==================== design 1
**Design 1: routed clock nets over the placement**

Bar = 20 um.
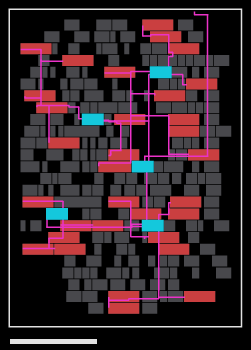

==> config.mk <==
export PLATFORM = sky130hd
export DESIGN_NAME = sram_window_reader
export DESIGN_NICKNAME = d
export VERILOG_FILES = /design/src/rtl/sram_window_reader_pkg.sv /design/src/rtl/sram_window_reader_addr_gen.sv /design/src/rtl/sram_window_reader.sv
export SDC_FILE = /design/constraint.sdc
export NUM_CORES = 1
export LEC_CHECK = 0
export CAP_MARGIN = 20
export CORE_ASPECT_RATIO = 1.4
export CORE_MARGIN = 2
export CORE_UTILIZATION = 45
export CTS_BUF_LIST = sky130_fd_sc_hd__clkbuf_8 sky130_fd_sc_hd__clkbuf_16
export DETAILED_ROUTE_END_ITERATION = 8
export PLACE_DENSITY = 0.77
export SYNTH_ARGS = -nofsm -noshare
export SYNTH_HDL_FRONTEND = slang
export SYNTH_SLANG_ARGS = --single-unit
==> constraint.sdc <==
create_clock -name CLK -period 2.9 [get_ports CLK]
set_input_delay 0.58 -clock CLK [delete_from_list [all_inputs] [get_ports CLK]]
set_output_delay 0.58 -clock CLK [all_outputs]
set_load 0.005 [all_outputs]
==> src/rtl/sram_window_reader_pkg.sv <==
// Shared types and default sizing for the SRAM window reader.
package sram_window_reader_pkg;

  localparam int DEF_A     = 7;
  localparam int DEF_W     = 16;
  localparam int DEF_K     = 3;
  localparam int DEF_IMG_W = 8;

  typedef enum logic [1:0] {
    IDLE  = 2'd0,
    RUN   = 2'd1,
    DRAIN = 2'd2
  } state_t;

endpackage

==> src/rtl/sram_window_reader_addr_gen.sv <==
// Row/column walker for a K x K window; the address wraps modulo 2^A.
module window_addr_gen #(
  parameter int A     = 7,
  parameter int K     = 3,
  parameter int IMG_W = 8
) (
  input  logic         CLK,
  input  logic         RST_N,
  input  logic         load,
  input  logic [A-1:0] base_addr,
  input  logic         step,
  output logic [A-1:0] sram_addr,
  output logic         at_last
);

  localparam int CW = (K > 1) ? $clog2(K) : 1;
  localparam logic [CW-1:0] LAST_IDX = CW'(K - 1);
  localparam logic [A-1:0]  PITCH    = A'(IMG_W);

  logic [A-1:0]  base_q;
  logic [CW-1:0] r;
  logic [CW-1:0] c;

  always_ff @(posedge CLK) begin
    if (!RST_N) begin
      base_q <= '0;
      r      <= '0;
      c      <= '0;
    end else if (load) begin
      base_q <= base_addr;
      r      <= '0;
      c      <= '0;
    end else if (step) begin
      if (c == LAST_IDX) begin
        c <= '0;
        r <= (r == LAST_IDX) ? '0 : r + CW'(1);
      end else begin
        c <= c + CW'(1);
      end
    end
  end

  always_comb begin
    sram_addr = base_q + A'(r) * PITCH + A'(c);
    at_last   = (r == LAST_IDX) && (c == LAST_IDX);
  end

endmodule

==> src/rtl/sram_window_reader.sv <==
// Streams a K x K window out of a combinational-read SRAM over a valid/ready port.
// state | meaning
// IDLE  | waiting for start
// RUN   | capturing window words into the output register
// DRAIN | last word captured; waits for its handshake, then one settle cycle
module sram_window_reader
  import sram_window_reader_pkg::*;
#(
  parameter int A     = DEF_A,
  parameter int W     = DEF_W,
  parameter int K     = DEF_K,
  parameter int IMG_W = DEF_IMG_W
) (
  input  logic         CLK,
  input  logic         RST_N,
  input  logic         start,
  input  logic [A-1:0] base_addr,
  output logic [A-1:0] sram_addr,
  input  logic [W-1:0] sram_data,
  output logic         sram_write,
  output logic [W-1:0] out_data,
  output logic         out_valid,
  input  logic         out_ready,
  output logic         out_last,
  output logic         busy,
  output logic         done
);

  state_t state, state_nxt;
  logic   accept;
  logic   capture;
  logic   at_last;

  window_addr_gen #(
    .A     (A),
    .K     (K),
    .IMG_W (IMG_W)
  ) u_addr_gen (
    .CLK       (CLK),
    .RST_N     (RST_N),
    .load      (accept),
    .base_addr (base_addr),
    .step      (capture),
    .sram_addr (sram_addr),
    .at_last   (at_last)
  );

  always_ff @(posedge CLK) begin
    if (!RST_N) state <= IDLE;
    else        state <= state_nxt;
  end

  always_comb begin
    state_nxt = state;
    case (state)
      IDLE:    if (start) state_nxt = RUN;
      RUN:     if (capture && at_last) state_nxt = DRAIN;
      DRAIN:   if (!out_valid) state_nxt = IDLE;
      default: state_nxt = IDLE;
    endcase
  end

  always_comb begin
    accept     = (state == IDLE) && start;
    capture    = (state == RUN) && (!out_valid || out_ready);
    busy       = (state != IDLE);
    sram_write = 1'b0;
  end

  // The output register doubles as the skid stage: a stalled word holds until taken.
  always_ff @(posedge CLK) begin
    if (!RST_N) begin
      out_data  <= '0;
      out_valid <= 1'b0;
      out_last  <= 1'b0;
      done      <= 1'b0;
    end else begin
      done <= (state == DRAIN) && !out_valid;
      if (capture) begin
        out_data  <= sram_data;
        out_valid <= 1'b1;
        out_last  <= at_last;
      end else if (out_valid && out_ready) begin
        out_valid <= 1'b0;
        out_last  <= 1'b0;
      end
    end
  end

endmodule

==================== design 2
File: src/rtl/insn_fetch_queue_pkg.sv
// Shared fetch-side definitions: datapath widths, the bubble sentinel PC and
// the queue entry layout used by insn_fetch_queue and its FIFO.
package insn_fetch_queue_pkg;

  localparam int unsigned PC_WIDTH    = 32;
  localparam int unsigned INSTR_WIDTH = 32;

  // Matches the converter's PC register reset value, so a bubble never aliases a real PC.
  localparam logic [PC_WIDTH-1:0] IFQ_INVALID_PC = 32'hFFFF_FFFF;
  localparam logic [PC_WIDTH-1:0] PC_INC         = 32'd4;

  typedef struct packed {
    logic [PC_WIDTH-1:0]    pc;
    logic [INSTR_WIDTH-1:0] instr;
  } ifq_entry_t;

endpackage

File: src/rtl/insn_fetch_queue_fetch_fifo.sv
// In-order synchronous FIFO for fetched {pc, instr} entries with single-cycle flush.
// Pointers carry one extra wrap bit so full/empty fall out of an MSB compare.
module insn_fetch_queue_fetch_fifo #(
  parameter int unsigned DEPTH = 4,
  parameter int unsigned WIDTH = 64
) (
  input  logic                     clk,
  input  logic                     rst,
  input  logic                     push,
  input  logic [WIDTH-1:0]         wdata,
  input  logic                     pop,
  input  logic                     flush,
  output logic                     full,
  output logic                     empty,
  output logic [WIDTH-1:0]         head,
  output logic [$clog2(DEPTH):0]   count
);

  localparam int unsigned AW = $clog2(DEPTH);
  localparam logic [AW:0] PtrOne = 1;

  logic [AW:0]      wptr_q, rptr_q;
  logic [WIDTH-1:0] mem_q [DEPTH];
  logic             do_push, do_pop;

  assign empty = (wptr_q == rptr_q);
  assign full  = (wptr_q[AW] != rptr_q[AW]) && (wptr_q[AW-1:0] == rptr_q[AW-1:0]);
  assign count = wptr_q - rptr_q;
  assign head  = mem_q[rptr_q[AW-1:0]];

  assign do_pop  = pop && !empty;
  // At full occupancy the slot being written is the one popped this cycle.
  assign do_push = push && (!full || do_pop);

  always_ff @(posedge clk or posedge rst) begin
    if (rst) begin
      wptr_q <= '0;
      rptr_q <= '0;
    end else if (flush) begin
      wptr_q <= '0;
      rptr_q <= '0;
    end else begin
      if (do_push) wptr_q <= wptr_q + PtrOne;
      if (do_pop)  rptr_q <= rptr_q + PtrOne;
    end
  end

  always_ff @(posedge clk) begin
    if (do_push && !flush) mem_q[wptr_q[AW-1:0]] <= wdata;
  end

endmodule

File: src/rtl/insn_fetch_queue.sv
// Sequential instruction fetcher feeding the converter through an in-order queue.
// Define IFQ_BYPASS_EN to forward a response straight to out_* when the queue is empty.
module insn_fetch_queue
  import insn_fetch_queue_pkg::*;
#(
  parameter int unsigned          DEPTH     = 4,
  parameter logic [PC_WIDTH-1:0]  RESET_PC  = 32'h0000_0000,
  parameter int unsigned          MAX_OUTST = 4
) (
  input  logic                    clk,
  input  logic                    rst,
  input  logic                    redirect_valid,
  input  logic [PC_WIDTH-1:0]     redirect_pc,
  output logic                    im_req_valid,
  output logic [PC_WIDTH-1:0]     im_req_addr,
  input  logic                    im_req_ready,
  input  logic                    im_rsp_valid,
  input  logic [INSTR_WIDTH-1:0]  im_rsp_data,
  input  logic                    id_stall,
  input  logic                    ext_stall,
  output logic                    out_valid,
  output logic [PC_WIDTH-1:0]     out_pc,
  output logic [INSTR_WIDTH-1:0]  out_instr
);

  localparam int unsigned CntW = $clog2(MAX_OUTST) + 1;
  localparam int unsigned OccW = $clog2(DEPTH) + 1;
  localparam logic [CntW-1:0] CntOne = 1;

  logic                rst_q;
  logic [PC_WIDTH-1:0] fpc_q, fpc_d, rsp_pc_q, rsp_pc_d;
  logic [CntW-1:0]     outst_q, outst_d, drop_q, drop_d;
  logic                fifo_push, fifo_pop, fifo_full, fifo_empty;
  logic [OccW-1:0]     fifo_count;
  ifq_entry_t          fifo_head, rsp_entry;
  logic                req_fire, rsp_keep, pop, bypass;

  assign rsp_entry = '{pc: rsp_pc_q, instr: im_rsp_data};
  // Responses in the redirect cycle or owed to the drop count never reach the queue.
  assign rsp_keep  = im_rsp_valid && !redirect_valid && (drop_q == '0);

  // Queue slots are reserved at issue time, so a returning word always has room.
  assign im_req_valid = !rst_q && !redirect_valid &&
                        ((32'(fifo_count) + 32'(outst_q)) < DEPTH) &&
                        (32'(outst_q) < MAX_OUTST);
  assign im_req_addr  = fpc_q;
  assign req_fire     = im_req_valid && im_req_ready;

`ifdef IFQ_BYPASS_EN
  assign bypass = fifo_empty && rsp_keep;
`else
  assign bypass = 1'b0;
`endif

  always_comb begin
    out_valid = 1'b0;
    out_pc    = IFQ_INVALID_PC;
    out_instr = '0;
    if (!fifo_empty) begin
      out_valid = 1'b1;
      out_pc    = fifo_head.pc;
      out_instr = fifo_head.instr;
    end else if (bypass) begin
      out_valid = 1'b1;
      out_pc    = rsp_pc_q;
      out_instr = im_rsp_data;
    end
  end

  assign pop       = out_valid && !ext_stall && !id_stall;
  assign fifo_pop  = pop && !redirect_valid && !fifo_empty;
  assign fifo_push = rsp_keep && !(bypass && pop);

  always_comb begin
    fpc_d    = fpc_q;
    rsp_pc_d = rsp_pc_q;
    outst_d  = outst_q;
    drop_d   = drop_q;
    if (req_fire) begin
      fpc_d   = fpc_q + PC_INC;
      outst_d = outst_d + CntOne;
    end
    if (im_rsp_valid) outst_d = outst_d - CntOne;
    if (redirect_valid) begin
      fpc_d    = redirect_pc;
      rsp_pc_d = redirect_pc;
      // Everything still in flight after this cycle belongs to the old stream.
      drop_d   = outst_d;
    end else if (im_rsp_valid) begin
      if (drop_q != '0) drop_d = drop_q - CntOne;
      else              rsp_pc_d = rsp_pc_q + PC_INC;
    end
  end

  always_ff @(posedge clk or posedge rst) begin
    if (rst) begin
      rst_q    <= 1'b1;
      fpc_q    <= RESET_PC;
      rsp_pc_q <= RESET_PC;
      outst_q  <= '0;
      drop_q   <= '0;
    end else begin
      rst_q    <= 1'b0;
      fpc_q    <= fpc_d;
      rsp_pc_q <= rsp_pc_d;
      outst_q  <= outst_d;
      drop_q   <= drop_d;
    end
  end

  insn_fetch_queue_fetch_fifo #(
    .DEPTH (DEPTH),
    .WIDTH ($bits(ifq_entry_t))
  ) u_fetch_fifo (
    .clk   (clk),
    .rst   (rst),
    .push  (fifo_push),
    .wdata (rsp_entry),
    .pop   (fifo_pop),
    .flush (redirect_valid),
    .full  (fifo_full),
    .empty (fifo_empty),
    .head  (fifo_head),
    .count (fifo_count)
  );

  overflow_a: assert property (@(posedge clk) disable iff (rst)
                               !(fifo_push && fifo_full && !fifo_pop));

endmodule

File: config.mk
export PLATFORM = sky130hd
export DESIGN_NAME = insn_fetch_queue
export DESIGN_NICKNAME = d
export VERILOG_FILES = /design/src/rtl/insn_fetch_queue_pkg.sv /design/src/rtl/insn_fetch_queue_fetch_fifo.sv /design/src/rtl/insn_fetch_queue.sv
export SDC_FILE = /design/constraint.sdc
export NUM_CORES = 1
export LEC_CHECK = 0
export CAP_MARGIN = 40
export CORE_MARGIN = 2
export CORE_UTILIZATION = 60
export DETAILED_ROUTE_END_ITERATION = 7
export GPL_TIMING_DRIVEN = 0
export PLACE_DENSITY = 0.85
export SLEW_MARGIN = 40
export SYNTH_ARGS = -nofsm -noshare
export SYNTH_HDL_FRONTEND = slang
export SYNTH_SLANG_ARGS = --single-unit
export TNS_END_PERCENT = 5
File: constraint.sdc
create_clock -name clk -period 10.2 [get_ports clk]
set_input_delay 2.04 -clock clk [delete_from_list [all_inputs] [get_ports clk]]
set_output_delay 2.04 -clock clk [all_outputs]
set_load 0.1 [all_outputs]
==================== design 3
--- src/rtl/regfile_pkg.sv ---
// Shared definitions for the register-file writeback arbiter and its scoreboard.
package regfile_pkg;

  localparam int DATA_W_DEF = 64;
  localparam int NREG_DEF   = 32;
  localparam int ADDR_W_DEF = 5;

  // Zero register: reads as zero, never reserved, writes are swallowed.
  localparam logic [ADDR_W_DEF-1:0] XZR = 5'd31;

  typedef enum logic {PRI_ALU, PRI_MEM} wb_pri_e;

  typedef struct packed {
    logic [ADDR_W_DEF-1:0] addr;
    logic [DATA_W_DEF-1:0] data;
  } wb_req_t;

endpackage

--- src/rtl/wb_scoreboard.sv ---
// Busy-bit scoreboard of in-flight destination registers, with combinational
// lookups and a registered count of outstanding reservations.
module wb_scoreboard
  import regfile_pkg::*;
#(
  parameter int NREG   = NREG_DEF,
  parameter int ADDR_W = ADDR_W_DEF
) (
  input  logic              clk,
  input  logic              reset_n,
  input  logic              setEn,
  input  logic [ADDR_W-1:0] setAddr,
  input  logic              clrEn,
  input  logic [ADDR_W-1:0] clrAddr,
  input  logic [ADDR_W-1:0] issueAddr,
  input  logic [ADDR_W-1:0] rd1Addr,
  input  logic [ADDR_W-1:0] rd2Addr,
  output logic              issueBusy,
  output logic              rd1Busy,
  output logic              rd2Busy,
  output logic [NREG-1:0]   busyMask,
  output logic [ADDR_W:0]   pendingCnt
);

  logic [NREG-1:0] busyNext;
  logic [ADDR_W:0] cntNext;

  // A reservation landing on the same edge as the retiring write must survive.
  generate
    for (genvar gi = 0; gi < NREG; gi++) begin : gBusy
      localparam logic [ADDR_W-1:0] IDX = ADDR_W'(gi);
      assign busyNext[gi] = (IDX != XZR) &&
                            ((setEn && setAddr == IDX) ||
                             (busyMask[gi] && !(clrEn && clrAddr == IDX)));
    end
  endgenerate

  always_comb begin
    cntNext = '0;
    for (int i = 0; i < NREG; i++) begin
      cntNext = cntNext + {{ADDR_W{1'b0}}, busyNext[i]};
    end
  end

  always_ff @(posedge clk) begin
    if (!reset_n) begin
      busyMask   <= '0;
      pendingCnt <= '0;
    end else begin
      busyMask   <= busyNext;
      pendingCnt <= cntNext;
    end
  end

  assign issueBusy = busyMask[issueAddr];
  assign rd1Busy   = busyMask[rd1Addr];
  assign rd2Busy   = busyMask[rd2Addr];

endmodule

--- src/rtl/regfile_wb_arbiter.sv ---
// Round-robin sharing of the register-file write port between the ALU and
// memory writeback pipes, plus the hazard scoreboard for issue.
module regfile_wb_arbiter
  import regfile_pkg::*;
#(
  parameter int DATA_W = DATA_W_DEF,
  parameter int NREG   = NREG_DEF,
  parameter int ADDR_W = ADDR_W_DEF
) (
  input  logic              clk,
  input  logic              reset_n,
  input  logic              alu_valid,
  output logic              alu_ready,
  input  logic [ADDR_W-1:0] alu_addr,
  input  logic [DATA_W-1:0] alu_data,
  input  logic              mem_valid,
  output logic              mem_ready,
  input  logic [ADDR_W-1:0] mem_addr,
  input  logic [DATA_W-1:0] mem_data,
  output logic              RegWrite,
  output logic [ADDR_W-1:0] WriteRegister,
  output logic [DATA_W-1:0] WriteData,
  input  logic              issue_valid,
  output logic              issue_ready,
  input  logic [ADDR_W-1:0] issue_addr,
  input  logic [ADDR_W-1:0] rd1_addr,
  input  logic [ADDR_W-1:0] rd2_addr,
  output logic              rd1_busy,
  output logic              rd2_busy,
  output logic [NREG-1:0]   busy_mask,
  output logic [ADDR_W:0]   pending_cnt
);

  wb_pri_e stateReg, stateNext;
  logic    grantAlu, grantMem;
  wb_req_t winReq;
  logic    issueBusy;

  always_ff @(posedge clk) begin
    if (!reset_n) stateReg <= PRI_ALU;
    else          stateReg <= stateNext;
  end

  // Any grant hands priority to the other source, so a lone requester
  // cannot starve the other once it starts asking.
  always_comb begin
    stateNext = stateReg;
    grantAlu  = 1'b0;
    grantMem  = 1'b0;
    winReq    = '{addr: alu_addr, data: alu_data};
    if (reset_n) begin
      if (alu_valid && (!mem_valid || stateReg == PRI_ALU)) begin
        grantAlu  = 1'b1;
        stateNext = PRI_MEM;
      end else if (mem_valid) begin
        grantMem  = 1'b1;
        stateNext = PRI_ALU;
        winReq    = '{addr: mem_addr, data: mem_data};
      end
    end
  end

  assign alu_ready = grantAlu;
  assign mem_ready = grantMem;

  always_ff @(posedge clk) begin
    if (!reset_n) begin
      RegWrite      <= 1'b0;
      WriteRegister <= '0;
      WriteData     <= '0;
    end else if (grantAlu || grantMem) begin
      RegWrite      <= (winReq.addr != XZR);
      WriteRegister <= winReq.addr;
      WriteData     <= winReq.data;
    end else begin
      RegWrite      <= 1'b0;
    end
  end

  // No bypass of a retiring write: a WAW re-issue waits one extra cycle.
  assign issue_ready = reset_n && (!issueBusy || issue_addr == XZR);

  wb_scoreboard #(.NREG(NREG), .ADDR_W(ADDR_W)) uScoreboard (
    .clk        (clk),
    .reset_n    (reset_n),
    .setEn      (issue_valid && issue_ready),
    .setAddr    (issue_addr),
    .clrEn      (RegWrite),
    .clrAddr    (WriteRegister),
    .issueAddr  (issue_addr),
    .rd1Addr    (rd1_addr),
    .rd2Addr    (rd2_addr),
    .issueBusy  (issueBusy),
    .rd1Busy    (rd1_busy),
    .rd2Busy    (rd2_busy),
    .busyMask   (busy_mask),
    .pendingCnt (pending_cnt)
  );

endmodule

--- config.mk ---
export PLATFORM = sky130hd
export DESIGN_NAME = regfile_wb_arbiter
export DESIGN_NICKNAME = d
export VERILOG_FILES = /design/src/rtl/regfile_pkg.sv /design/src/rtl/wb_scoreboard.sv /design/src/rtl/regfile_wb_arbiter.sv
export SDC_FILE = /design/constraint.sdc
export NUM_CORES = 1
export LEC_CHECK = 0
export ABC_CLOCK_PERIOD_IN_PS = 17500
export CAP_MARGIN = 20
export CORE_MARGIN = 2
export CORE_UTILIZATION = 40
export DETAILED_ROUTE_END_ITERATION = 10
export PLACE_DENSITY_LB_ADDON = 0.25
export SYNTH_ARGS = -nofsm -noshare
export SYNTH_HDL_FRONTEND = slang
export SYNTH_SLANG_ARGS = --single-unit
export TNS_END_PERCENT = 1
--- constraint.sdc ---
create_clock -name clk -period 17.5 [get_ports clk]
set_input_delay 1.75 -clock clk [delete_from_list [all_inputs] [get_ports clk]]
set_output_delay 1.75 -clock clk [all_outputs]
set_load 0.1 [all_outputs]

==> notes/layouts.md <==
Pictures saved along the way, in no particular order.

Clock routing.
shot_01.png
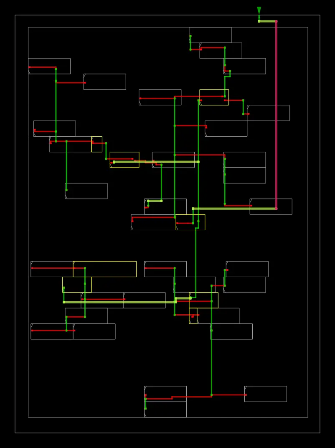
shot_02.png
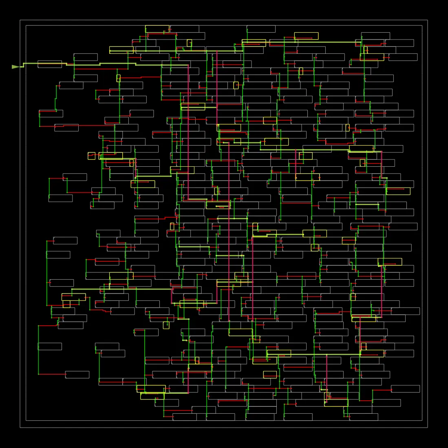
shot_03.png
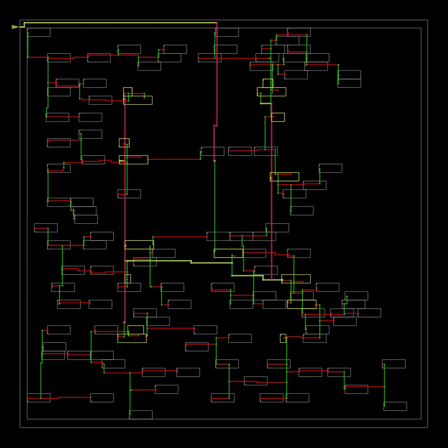
- most sequential cells: shot_02.png
- design 3 = shot_03.png
- design 2 = shot_02.png
- design 1 = shot_01.png

**Design 2: register map, names as in the netlist**

Bar = 50 um.
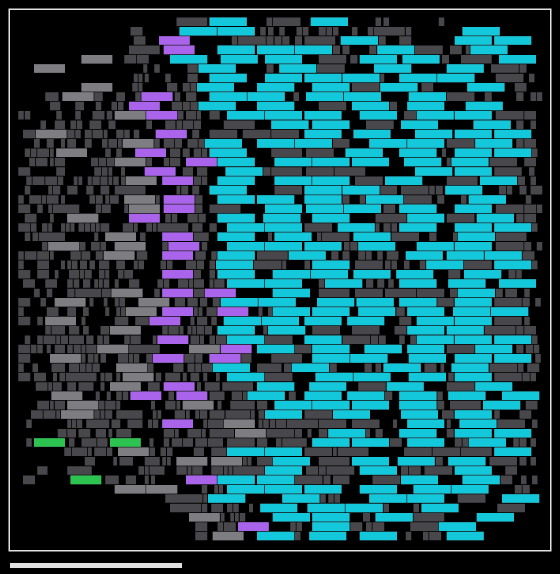
color	name in the netlist	sequential cells
green	outst_q	3
cyan	u_fetch_fifo.mem_q	256
purple	rsp_pc_q	32

==> impl_metrics.tcl, design 2 <==
# metrics dict for downstream scripts
set metrics [dict create \
    holdBufCountCts 0 \
    ff2ff_setup_slack_ps 5350 \
    synthSimpleGateAreaFrac_pct 10.5 \
    cts_resized 0 \
    critPathKind "reg -> out" \
    cp.buffers_inverters 6 \
    crit_start "u_fetch_fifo.rptr_q[1]" \
    post_cts_buffers 0 \
    p_int_mw 2.40 \
    finalClockSkew_ps 9.90 \
    p_comb_share_pct 26.8 \
    cts_htree_levels 1 \
    pwr-share-clk_pct 29.7 \
    rsz0062_at_grt "no" \
    ys_ff 333 \
    cts_tree "done" \
    critPathTopFamily "buffers and inverters" \
    hold_start "rsp_pc_q[1]" \
    p_seq_share_pct 43.5 \
    gr-usage-met1_pct 36.7 \
    tightest_slew_ps 729 \
    worst-path-stages 10 \
    fin_crit_ps 6380 \
    outcome "complete, no violations" \
    pg_seq_mw 1.62 \
    netlist.area_leader.share_pct 54.6 \
]
[design 2: through the flow]
| stage | utilization [%] | setup slack [ps] | instance area (sq um) | hold WS (ps) | instances |
|---|---|---|---|---|---|
| after detailed placement | 67.8 | 4270 | 15800 | 509 | 1371 |
| after CTS | 72.0 | 3770 | 16700 | 523 | 1428 |
| after global routing | 72.0 | 3530 | 16700 | 541 | 1428 |
| final | 72.0 | 3820 | 16700 | 517 | 1428 |
| after global placement | 69.4 | 3550 | 16100 | 496 | 1366 |
| after floorplan | - | 3670 | 14100 | 476 | 880 |
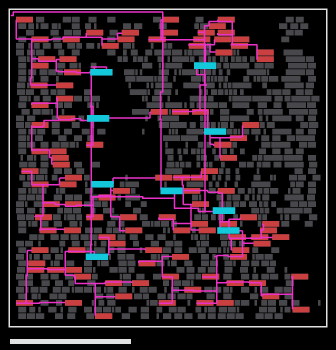
**Above:** design 3 (routed clock nets over the placement).
Bar = 50 um.
[red] flip-flops | count: 108
[magenta] clock wires | length: 1,450 um
[cyan] clock drivers | count: 9
routed clock nets	10
Clock Power: 199 uW
clk_skew: 6.83 ps
Clock power frac: 27.6%
Clock Latency Late Sink: 350 ps

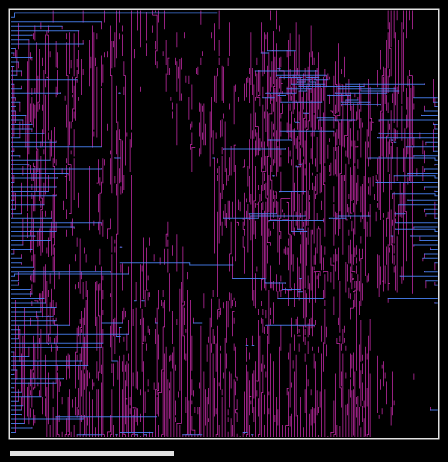
**Above:** design 3 (signal wires by layer).
Bar = 50 um. Only two layers are drawn.
color	layer	wire length
blue	metal 3	1,800 um
magenta	metal 2	10,000 um
Via Count: 5,960
final wirelength: 20,600 um
GRT Resource Usage Total: 24.6%

==> impl_metrics.tcl, design 3 <==
# metrics dict for downstream scripts
set metrics [dict create \
    seqCellArea_sq_um 2160 \
    synth.most_common_cell "dfxtp_1" \
    lay_top_cells "clkdlybuf4s50_1 (269), dfxtp_1 (108), nor2_1 (88)" \
    yosys_area_sq_um 6390 \
    ys_sh_adder_pct 8.96 \
    end_kind "register" \
    crit_path_top_delay_cell "mux4_2" \
    critPathTopFamily "adder cells" \
    synth-edff-count 0 \
    outcome "complete, no violations" \
    path_max_fanout 27 \
    ff_count 108 \
    max_stage_delay_ps 530 \
    pg_seq_uw 273 \
    netlist.top_cell.by_area "dfxtp_1" \
    top_cells_by_area "dfxtp_1 (34%), mux2i_1 (12%), mux4_2 (9.2%)" \
    p_comb_share_pct 34.6 \
    hold-worst-slack_ps 524 \
    max_freq_ghz 0.124 \
    nClkBuffers 10 \
    path_clk_slew_ps 70 \
    layout_setup_ws_ps 9450 \
    finalInstanceArea_sq_um 9490 \
    n_antenna_cell 1 \
    ys_sh_xor_pct 0.274 \
    hp-class "reg -> reg" \
]
-- design 3: flip-flops by register name, indices dropped and copies added, names as in the netlist --
register,flops
RegWrite,1
WriteRegister,5
stateReg,1
uScoreboard.busyMask,31
uScoreboard.pendingCnt,6
WriteData,64
-- design 3: per-layer routing --
| metal | wire, um | track usage, % |
|---|---|---|
| met1 | 8060 | 28.9 |
| met2 | 10000 | 42.0 |
| met3 | 1800 | 7.00 |
| met4 | 647 | 11.0 |
| met5 | 0 | 0 |
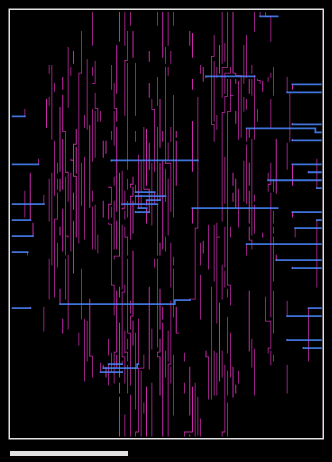
**Above:** design 1 (signal wires by layer).
Bar = 20 um. Only two layers are drawn.
color	layer	wire length
blue	metal 3	222 um
magenta	metal 2	1,960 um
wire per inst: 14.1 um
Via Count: 1,422
final wirelength: 3700 um
GRT Resource Usage Total: 21.1%

Notes on 'routed clock nets over the placement' of design 1 above:
[magenta] clock wires | length: 407 um
[cyan] clock drivers | count: 5
[red] flip-flops | count: 32
routed clock nets	6
flops lie	widely spread
Clock Power: 412 uW
Clock power frac: 38.8%
clk_skew: 7.13 ps
Clock Latency Late Sink: 280 ps

==> impl_metrics.tcl, design 1 <==
# metrics dict for downstream scripts
set metrics [dict create \
    postSynthSeqShare_pct 42.1 \
    syn_area_per_cell_sq_um 8.85 \
    crit_chain "ha_1 > a21oi_1 > o21ai_0 > xor2_1 > clkdlybuf4s50_1" \
    power-top-group "registers" \
    layout.cells.most_common "clkdlybuf4s50_1" \
    ff2ff_setup_slack_ps 1240 \
    sh_seq_area_pct 29.5 \
    min_path_cells 2 \
    p_int_uw 815 \
    ff_count 32 \
    met2_usage_pct 37.9 \
    outcome "complete, no violations" \
    critPathKind "reg -> out" \
    instances_no_fill 263 \
    numCtsBuffers 5 \
    dp_hpwl_um 2640 \
    dr_wl_met2_um 1960 \
    yosys-stat-cells 172 \
    initialDrtViolationCount 44 \
    required_ps 2320 \
    hold-worst-slack_ps 481 \
    r2r_cells 4 \
    nClkBuffers 5 \
    rsz0062_at_grt "no" \
    syn_inst 172 \
    leakagePower_nw 0.810 \
    dp.cells 255 \
    final_hold_viol_count 0 \
    mi_logic_area_sq_um 801 \
    clock_cell_area_share_pct 4.94 \
    mux_area_share_pct 0 \
    p_comb_share_pct 16.1 \
]
[design 1: sequential cells by signal (all words and copies together), names as in the netlist]
signal,cells
out_data,16
u_addr_gen.base_q,7
state,2
u_addr_gen.c,2
u_addr_gen.r,2
done,1
out_last,1
out_valid,1
[design 1: timing repair]
| item | CTS | global route |
|---|---|---|
| cloned | 0 | 0 |
| pin swaps | 1 | 1 |
| buffers inserted | 0 | 0 |
| setup endpoints to repair | 1 | 1 |
| gates resized | 3 | 2 |


## Gallery

Placement by cell class.
Fill, decap, tap and diode cells in gray.
panel A
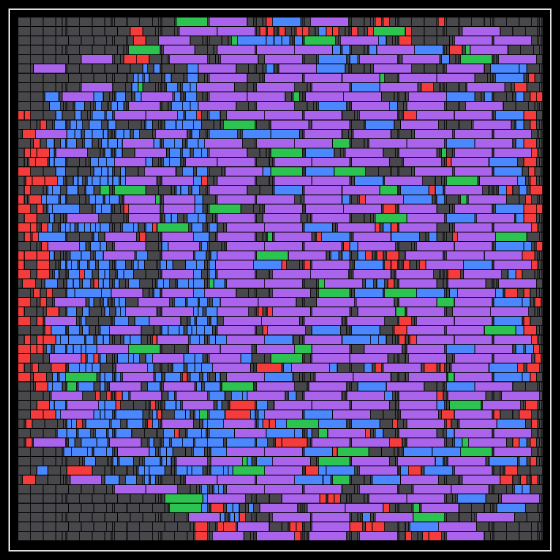
panel B
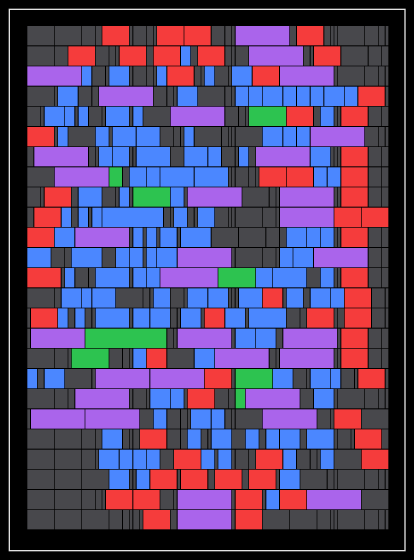
panel C
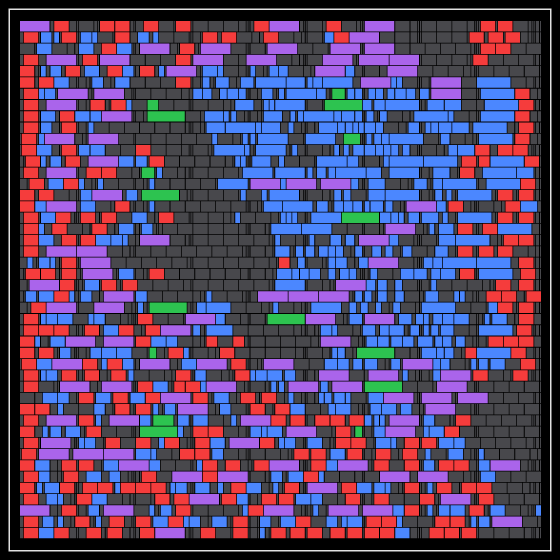
Of these, fewest sequential cells: panel B
Of these, fewest cells: panel B
design 2: panel A
design 3: panel C
design 1: panel B

Power and IR drop assume default switching activity.
